=== piso_frame_tx_flat ===
==> src/rtl/piso_frame_tx_if.sv <==
// ---------------------------------------------------------------------------
// piso_frame_tx_if
// Handshake and serial-line bundle between the upstream holding register,
// the serialiser and the downstream line.
//   D      parallel word to send (from d_ffN Q)
//   VALID  D holds a word to send
//   READY  serialiser can accept a word (IDLE only)
//   SOUT   serial line, idle level 1
//   BUSY   a frame is in progress
//   DONE   one-cycle strobe on the first IDLE cycle after a stop bit
// master: upstream controller side; slave: the serialiser.
// ---------------------------------------------------------------------------
interface piso_frame_tx_if #(
    parameter int N = 8
);
    logic [N-1:0] D;
    logic         VALID;
    logic         READY;
    logic         SOUT;
    logic         BUSY;
    logic         DONE;

    modport master (
        output D,
        output VALID,
        input  READY,
        input  SOUT,
        input  BUSY,
        input  DONE
    );

    modport slave (
        input  D,
        input  VALID,
        output READY,
        output SOUT,
        output BUSY,
        output DONE
    );
endinterface

==> src/rtl/piso_frame_tx.sv <==
// ---------------------------------------------------------------------------
// piso_frame_tx
// Parallel-in serial-out frame transmitter. Accepts one N-bit word over a
// valid/ready handshake and sends it as: start bit (0), N data bits LSB
// first, stop bit (1). Every serial bit lasts DIV clock cycles.
// Ports:
//   CLK      system clock, rising edge
//   N_RESET  asynchronous active-low reset
//   bus      piso_frame_tx_if slave: D/VALID in, READY/SOUT/BUSY/DONE out
// All outputs come straight from flops; D and VALID only reach them
// through a clock edge.
// ---------------------------------------------------------------------------
module piso_frame_tx #(
    parameter int N   = 8,
    parameter int DIV = 4
) (
    input  logic             CLK,
    input  logic             N_RESET,
    piso_frame_tx_if.slave   bus
);

    localparam int CW = (DIV > 1) ? $clog2(DIV) : 1;
    localparam int IW = $clog2(N + 1);

    localparam logic [CW-1:0] CNT_MAX  = CW'(DIV - 1);
    localparam logic [CW-1:0] CNT_ZERO = {CW{1'b0}};
    localparam logic [CW-1:0] CNT_ONE  = CW'(1);
    localparam logic [IW-1:0] IDX_MAX  = IW'(N - 1);
    localparam logic [IW-1:0] IDX_ZERO = {IW{1'b0}};
    localparam logic [IW-1:0] IDX_ONE  = IW'(1);

    typedef enum logic [1:0] {
        IDLE  = 2'd0,
        START = 2'd1,
        DATA  = 2'd2,
        STOP  = 2'd3
    } state_t;

    state_t         state_q, state_d;
    logic [CW-1:0]  cnt_q,   cnt_d;
    logic [IW-1:0]  idx_q,   idx_d;
    logic [N-1:0]   shreg_q, shreg_d;
    logic           sout_q,  sout_d;
    logic           ready_q, ready_d;
    logic           busy_q,  busy_d;
    logic           done_q,  done_d;
    logic           bit_end_s;

    // Last cycle of the current serial bit period.
    assign bit_end_s = (cnt_q == CNT_MAX);

    // Next-state, counters, shift register and next output values.
    always_comb begin
        state_d = state_q;
        cnt_d   = cnt_q;
        idx_d   = idx_q;
        shreg_d = shreg_q;
        done_d  = 1'b0;

        case (state_q)
            IDLE: begin
                if (bus.VALID) begin
                    state_d = START;
                    cnt_d   = CNT_ZERO;
                    idx_d   = IDX_ZERO;
                    shreg_d = bus.D;
                end else begin
                    state_d = IDLE;
                end
            end
            START: begin
                if (bit_end_s) begin
                    state_d = DATA;
                    cnt_d   = CNT_ZERO;
                    idx_d   = IDX_ZERO;
                end else begin
                    cnt_d   = cnt_q + CNT_ONE;
                end
            end
            DATA: begin
                if (bit_end_s) begin
                    cnt_d   = CNT_ZERO;
                    shreg_d = shreg_q >> 1;
                    if (idx_q == IDX_MAX) begin
                        state_d = STOP;
                        idx_d   = IDX_ZERO;
                    end else begin
                        idx_d   = idx_q + IDX_ONE;
                    end
                end else begin
                    cnt_d   = cnt_q + CNT_ONE;
                end
            end
            STOP: begin
                if (bit_end_s) begin
                    state_d = IDLE;
                    cnt_d   = CNT_ZERO;
                    done_d  = 1'b1;
                end else begin
                    cnt_d   = cnt_q + CNT_ONE;
                end
            end
            default: begin
                state_d = IDLE;
                cnt_d   = CNT_ZERO;
                idx_d   = IDX_ZERO;
                shreg_d = {N{1'b0}};
            end
        endcase

        // Outputs are decoded from the next state so they can be registered
        // and still line up with the state they describe.
        case (state_d)
            IDLE:    sout_d = 1'b1;
            START:   sout_d = 1'b0;
            DATA:    sout_d = shreg_d[0];
            STOP:    sout_d = 1'b1;
            default: sout_d = 1'b1;
        endcase

        ready_d = (state_d == IDLE);
        busy_d  = (state_d != IDLE);
    end

    // State, datapath and output registers.
    always_ff @(posedge CLK or negedge N_RESET) begin
        if (!N_RESET) begin
            state_q <= IDLE;
            cnt_q   <= CNT_ZERO;
            idx_q   <= IDX_ZERO;
            shreg_q <= {N{1'b0}};
            sout_q  <= 1'b1;
            ready_q <= 1'b1;
            busy_q  <= 1'b0;
            done_q  <= 1'b0;
        end else begin
            state_q <= state_d;
            cnt_q   <= cnt_d;
            idx_q   <= idx_d;
            shreg_q <= shreg_d;
            sout_q  <= sout_d;
            ready_q <= ready_d;
            busy_q  <= busy_d;
            done_q  <= done_d;
        end
    end

    assign bus.SOUT  = sout_q;
    assign bus.READY = ready_q;
    assign bus.BUSY  = busy_q;
    assign bus.DONE  = done_q;

endmodule

==> src/flat_wrapper.sv <==
// flat-port wrapper written by rule: the top's interface ports become plain ports
module piso_frame_tx_flat 
#(
    parameter int N   = 8,
    parameter int DIV = 4
)
  (CLK, N_RESET, bus_D, bus_VALID, bus_READY, bus_SOUT, bus_BUSY, bus_DONE);
  piso_frame_tx_if #(.N(N)) bus_i ();
  input  logic CLK;
  input  logic N_RESET;
  input wire logic [$bits(bus_i.D)-1:0] bus_D;
  input wire logic [$bits(bus_i.VALID)-1:0] bus_VALID;
  output wire logic [$bits(bus_i.READY)-1:0] bus_READY;
  output wire logic [$bits(bus_i.SOUT)-1:0] bus_SOUT;
  output wire logic [$bits(bus_i.BUSY)-1:0] bus_BUSY;
  output wire logic [$bits(bus_i.DONE)-1:0] bus_DONE;
  assign bus_i.D = bus_D;
  assign bus_i.VALID = bus_VALID;
  assign bus_READY = bus_i.READY;
  assign bus_SOUT = bus_i.SOUT;
  assign bus_BUSY = bus_i.BUSY;
  assign bus_DONE = bus_i.DONE;
  piso_frame_tx #(.N(N), .DIV(DIV)) u_core (.CLK(CLK), .N_RESET(N_RESET), .bus(bus_i));
endmodule
==> config.mk <==
export PLATFORM = sky130hd
export DESIGN_NAME = piso_frame_tx_flat
export DESIGN_NICKNAME = d
export VERILOG_FILES = /design/src/rtl/piso_frame_tx_if.sv /design/src/rtl/piso_frame_tx.sv /design/src/flat_wrapper.sv
export SDC_FILE = /design/constraint.sdc
export NUM_CORES = 1
export LEC_CHECK = 0
export CORE_AREA = 2 2 49 60
export CTS_CLUSTER_SIZE = 24
export DETAILED_ROUTE_END_ITERATION = 10
export DIE_AREA = 0 0 51 62
export PLACE_DENSITY = 0.66
export REMOVE_ABC_BUFFERS = 1
export SYNTH_ARGS = -nofsm -noshare
export SYNTH_HDL_FRONTEND = slang
export SYNTH_SLANG_ARGS = --single-unit
export TNS_END_PERCENT = 1
==> constraint.sdc <==
create_clock -name CLK -period 3.45 [get_ports CLK]
set_input_delay 0.5175 -clock CLK [delete_from_list [all_inputs] [get_ports CLK]]
set_output_delay 0.5175 -clock CLK [all_outputs]
set_load 0.01 [all_outputs]
=== prbs7_lfsr ===
## src/rtl/sta_prbs_pkg.sv

```systemverilog
// Shared types and constants for the PRBS7 checker.
package sta_prbs_pkg;

   typedef enum logic {
      SEARCH = 1'b0,
      LOCKED = 1'b1
   } state_e;

   // x^7 + x^6 + 1: predicted bit is the XOR of the two oldest bits
   localparam int PRBS_ORDER = 7;
   localparam int TAP_HI     = 6;
   localparam int TAP_LO     = 5;
   localparam int FILL_LEN   = 7;
   localparam int BIT_CNT_W  = 32;

endpackage

```

## src/rtl/prbs7_lfsr.sv

```systemverilog
// PRBS7 shift register: shifts in either an external bit or its own prediction.
module prbs7_lfsr
   import sta_prbs_pkg::*;
(
   input  logic clk,
   input  logic rst,
   input  logic shift_en_i,
   input  logic sel_pred_i,
   input  logic ext_bit_i,
   output logic pred_o,
   output logic zero_o
);

   logic [PRBS_ORDER-1:0] lfsr_q;
   logic [PRBS_ORDER-1:0] lfsr_d;
   logic                  in_bit;

   always_comb begin
      pred_o = lfsr_q[TAP_HI] ^ lfsr_q[TAP_LO];
      zero_o = (lfsr_q == '0);
      in_bit = sel_pred_i ? pred_o : ext_bit_i;
      lfsr_d = lfsr_q;
      if (shift_en_i) begin
         lfsr_d = {lfsr_q[PRBS_ORDER-2:0], in_bit};
      end
   end

   always_ff @(posedge clk) begin
      if (rst) begin
         lfsr_q <= '0;
      end else begin
         lfsr_q <= lfsr_d;
      end
   end

endmodule

```

## config.mk

```make
export PLATFORM = sky130hd
export DESIGN_NAME = prbs7_lfsr
export DESIGN_NICKNAME = d
export VERILOG_FILES = /design/src/rtl/sta_prbs_pkg.sv /design/src/rtl/prbs7_lfsr.sv
export SDC_FILE = /design/constraint.sdc
export NUM_CORES = 1
export LEC_CHECK = 0
export ABC_CLOCK_PERIOD_IN_PS = 1300
export CAP_MARGIN = 0
export CORE_AREA = 5 5 42 44
export DETAILED_ROUTE_END_ITERATION = 8
export DIE_AREA = 0 0 47 49
export PLACE_DENSITY = 0.49
export SLEW_MARGIN = 20
export SYNTH_ARGS = -nofsm -noshare
export SYNTH_HDL_FRONTEND = slang
export SYNTH_SLANG_ARGS = --single-unit
```

## constraint.sdc

```tcl
create_clock -name clk -period 1.3 [get_ports clk]
set_input_delay 0.195 -clock clk [delete_from_list [all_inputs] [get_ports clk]]
set_output_delay 0.195 -clock clk [all_outputs]
set_load 0.05 [all_outputs]
```

piso_frame_tx_flat/pinout.png
Pins as bars across the die edge, other pins in gray.
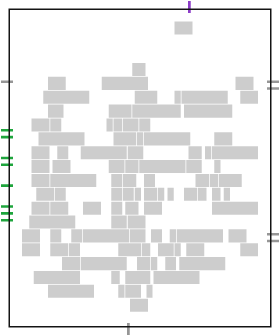
Purple stands for bus_SOUT, pins 1, direction output, edge top. Green stands for bus_D, pins 8, direction input, edge left.
All pins by edge: 9 left, 4 right, 1 top, 1 bottom.
Die Width: 51 um
number of port buffers: 14
die height: 62 um

==> qor.yml, piso_frame_tx_flat <==
floorplan:
  taps: 34
yosys:
  synth_flops: 20
  ys_seq_share_pct: 51.0
  simple_gate_share_pct: 16.2
  edf_count: 0
  synthAoiAreaFrac_pct: 16.9
  fa_ha_area_share_pct: 6.35
global_route:
  antenna_found_initial: 0
  grt_pass1_vias: 679
final_layout:
  largest_class: "registers"
  combAreaFraction_pct: 37.2
  flops: 20
  n_all_buffers: 14
  seq_area_share_pct: 42.7
timing:
  finalCritPeriodShare_pct: 58.3
  hold_viol: 0
  post-route-min-period_ns: 2.01
  finalSetupViolCount: 0
pwr:
  p_clk_share_pct: 15.1
  seq_power_share_pct: 46.2
  p_comb_uw: 347
  p_comb_share_pct: 38.7
setup_path:
  r2r_slack_ns: 1.44
  worstReg2RegStart: "u_core.cnt_q[0]"
  cp_top_family: "adder cells"
clocking:
  cts_tree: "done"
  cts-buffers-inserted: 3
run_status:
  status: "finished, final reports clean"
route:
  routed_wl_um: 1730
==> piso_frame_tx_flat: how the worst max path moves through the flow <==
stage,start,end,slack [ns]
after floorplan,u_core.cnt_q[0],u_core.bus.SOUT,1.65
after global placement,bus_VALID,u_core.bus.SOUT,1.19
after detailed placement,bus_VALID,u_core.bus.SOUT,1.13
after CTS,u_core.cnt_q[0],u_core.bus.SOUT,1.44
after global routing,u_core.cnt_q[0],u_core.bus.SOUT,1.32
final,u_core.cnt_q[0],u_core.bus.SOUT,1.44
==> piso_frame_tx_flat: stage by stage <==
step / setup WS, ns / utilization [%] / power, mW / instances
after global placement: 1.19 / 43.0 / 0.754 / 132
final: 1.44 / 44.4 / 0.898 / 136
after detailed placement: 1.13 / 43.0 / 0.771 / 132
after floorplan: 1.65 / - / 0.657 / 84
after global routing: 1.32 / 44.4 / 0.975 / 136
after CTS: 1.44 / 44.4 / 0.910 / 136
==> piso_frame_tx_flat: per-layer routing <==
metal  share of wire [%]  GRT usage, %  wire length (um)
met3                 3.6          2.15                62
met1                  45          14.2               776
met2                  49          22.3               851
met5                   0             0                 0
met4                 2.3          6.95                39
prbs7_lfsr/floorplan.png
Pins as bars on the die edge. Tap cells in gray.
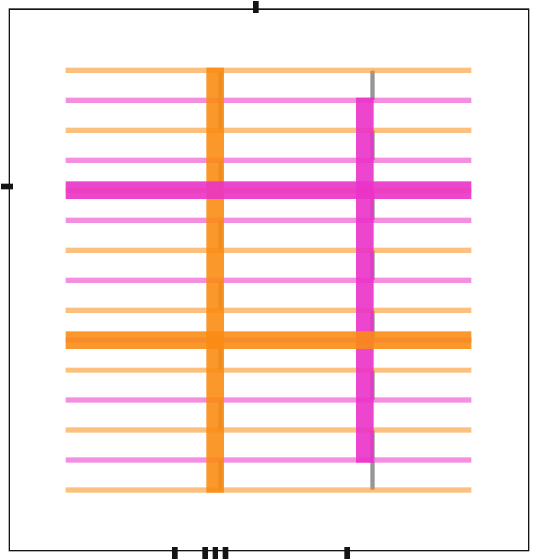
Magenta stands for VDD. Orange stands for VSS.
2 straps on met5. 2 straps on met4. 15 met1 rails follow the rows.
Core Box Area: 1400 um2
Die Width: 47 um

==> qor.yml, prbs7_lfsr <==
pwr:
  p_comb_share_pct: 12.7
  p_int_uw: 371
  powerClk_uw: 201
  top_power_group: "sequential cells"
timing:
  setup_slack_ns: -0.382
  whs_ns: 0.535
  finalSetupViolCount: 1
yosys:
  synth_cells: 28
final_layout:
  largest_register_ffs: 7
  nets: 48
  area_growth_pct: 62.0
  n_antenna_cell: 0
clocking:
  cts_root_buf: "clkbuf_4"
setup_path:
  path_class: "register to output port"
  reg2reg_depth: 2
  cp-endpoint: "zero_o"
route:
  routed_wl_um: 567
  via_count: 240
global_route:
  grt_overflow: 0
  grt_pass1_wl_um: 959
run_status:
  status: "complete, but fails checks"
  violations: "setup timing"
worst_hold_path:
  holdPathStages: 2
[prbs7_lfsr: synth_stat cells, drive strengths merged]
| cell type | number | area, um2 |
|---|---|---|
| and3b | 1 | 8.76 |
| a211o | 1 | 8.76 |
| nor2 | 6 | 22.5 |
| or4 | 1 | 7.51 |
| nor4bb | 1 | 10.0 |
| nor3b | 1 | 7.51 |
| nor4 | 1 | 12.5 |
| buf | 2 | 10.0 |
| mux2i | 6 | 60.1 |
| dfxtp | 7 | 140 |
| xor2 | 1 | 8.76 |
[prbs7_lfsr: area by class of cell]
| type | instances | area (um2) |
|---|---|---|
| Tap cell | 16 | 20.0 |
| Timing Repair Buffer | 12 | 125 |
| Multi-Input combinational cell | 19 | 166 |
| Clock buffer | 4 | 26.3 |
| Fill cell | 164 | 921 |
| Sequential cell | 7 | 143 |
[prbs7_lfsr: per-layer routing]
| metal | track usage, % | vias up |
|---|---|---|
| met4 | 8.29 | 0 |
| met5 | 0 | - |
| li1 | - | 125 |
| met1 | 5.29 | 108 |
| met3 | 3.32 | 4 |
| met2 | 9.28 | 3 |
[prbs7_lfsr: repair_timing]
item,4_1_cts,5_1_grt
endpoints found under the setup margin,2,1
hold endpoints to repair,0,0
resized,3,0


## Gallery

Wiring by layer.
shot_01.png
Scale bar: 20 um.
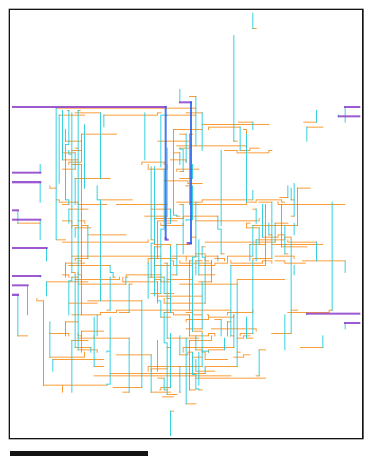
shot_02.png
Scale bar: 10 um.
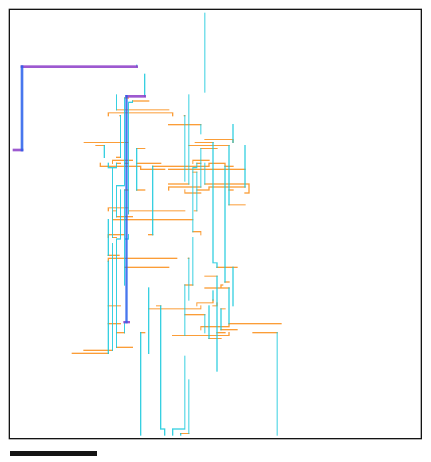
shot_01.png: piso_frame_tx_flat
shot_02.png: prbs7_lfsr
Of these, most wire: shot_01.png
Of these, largest die: shot_01.png

Key to shot_02.png:
Purple stands for M3, wire length 16.3 um. Blue stands for M4, wire length 35.4 um. Orange stands for M1, wire length 200 um. Cyan stands for M2, wire length 316 um.

Power and IR drop assume default switching activity.
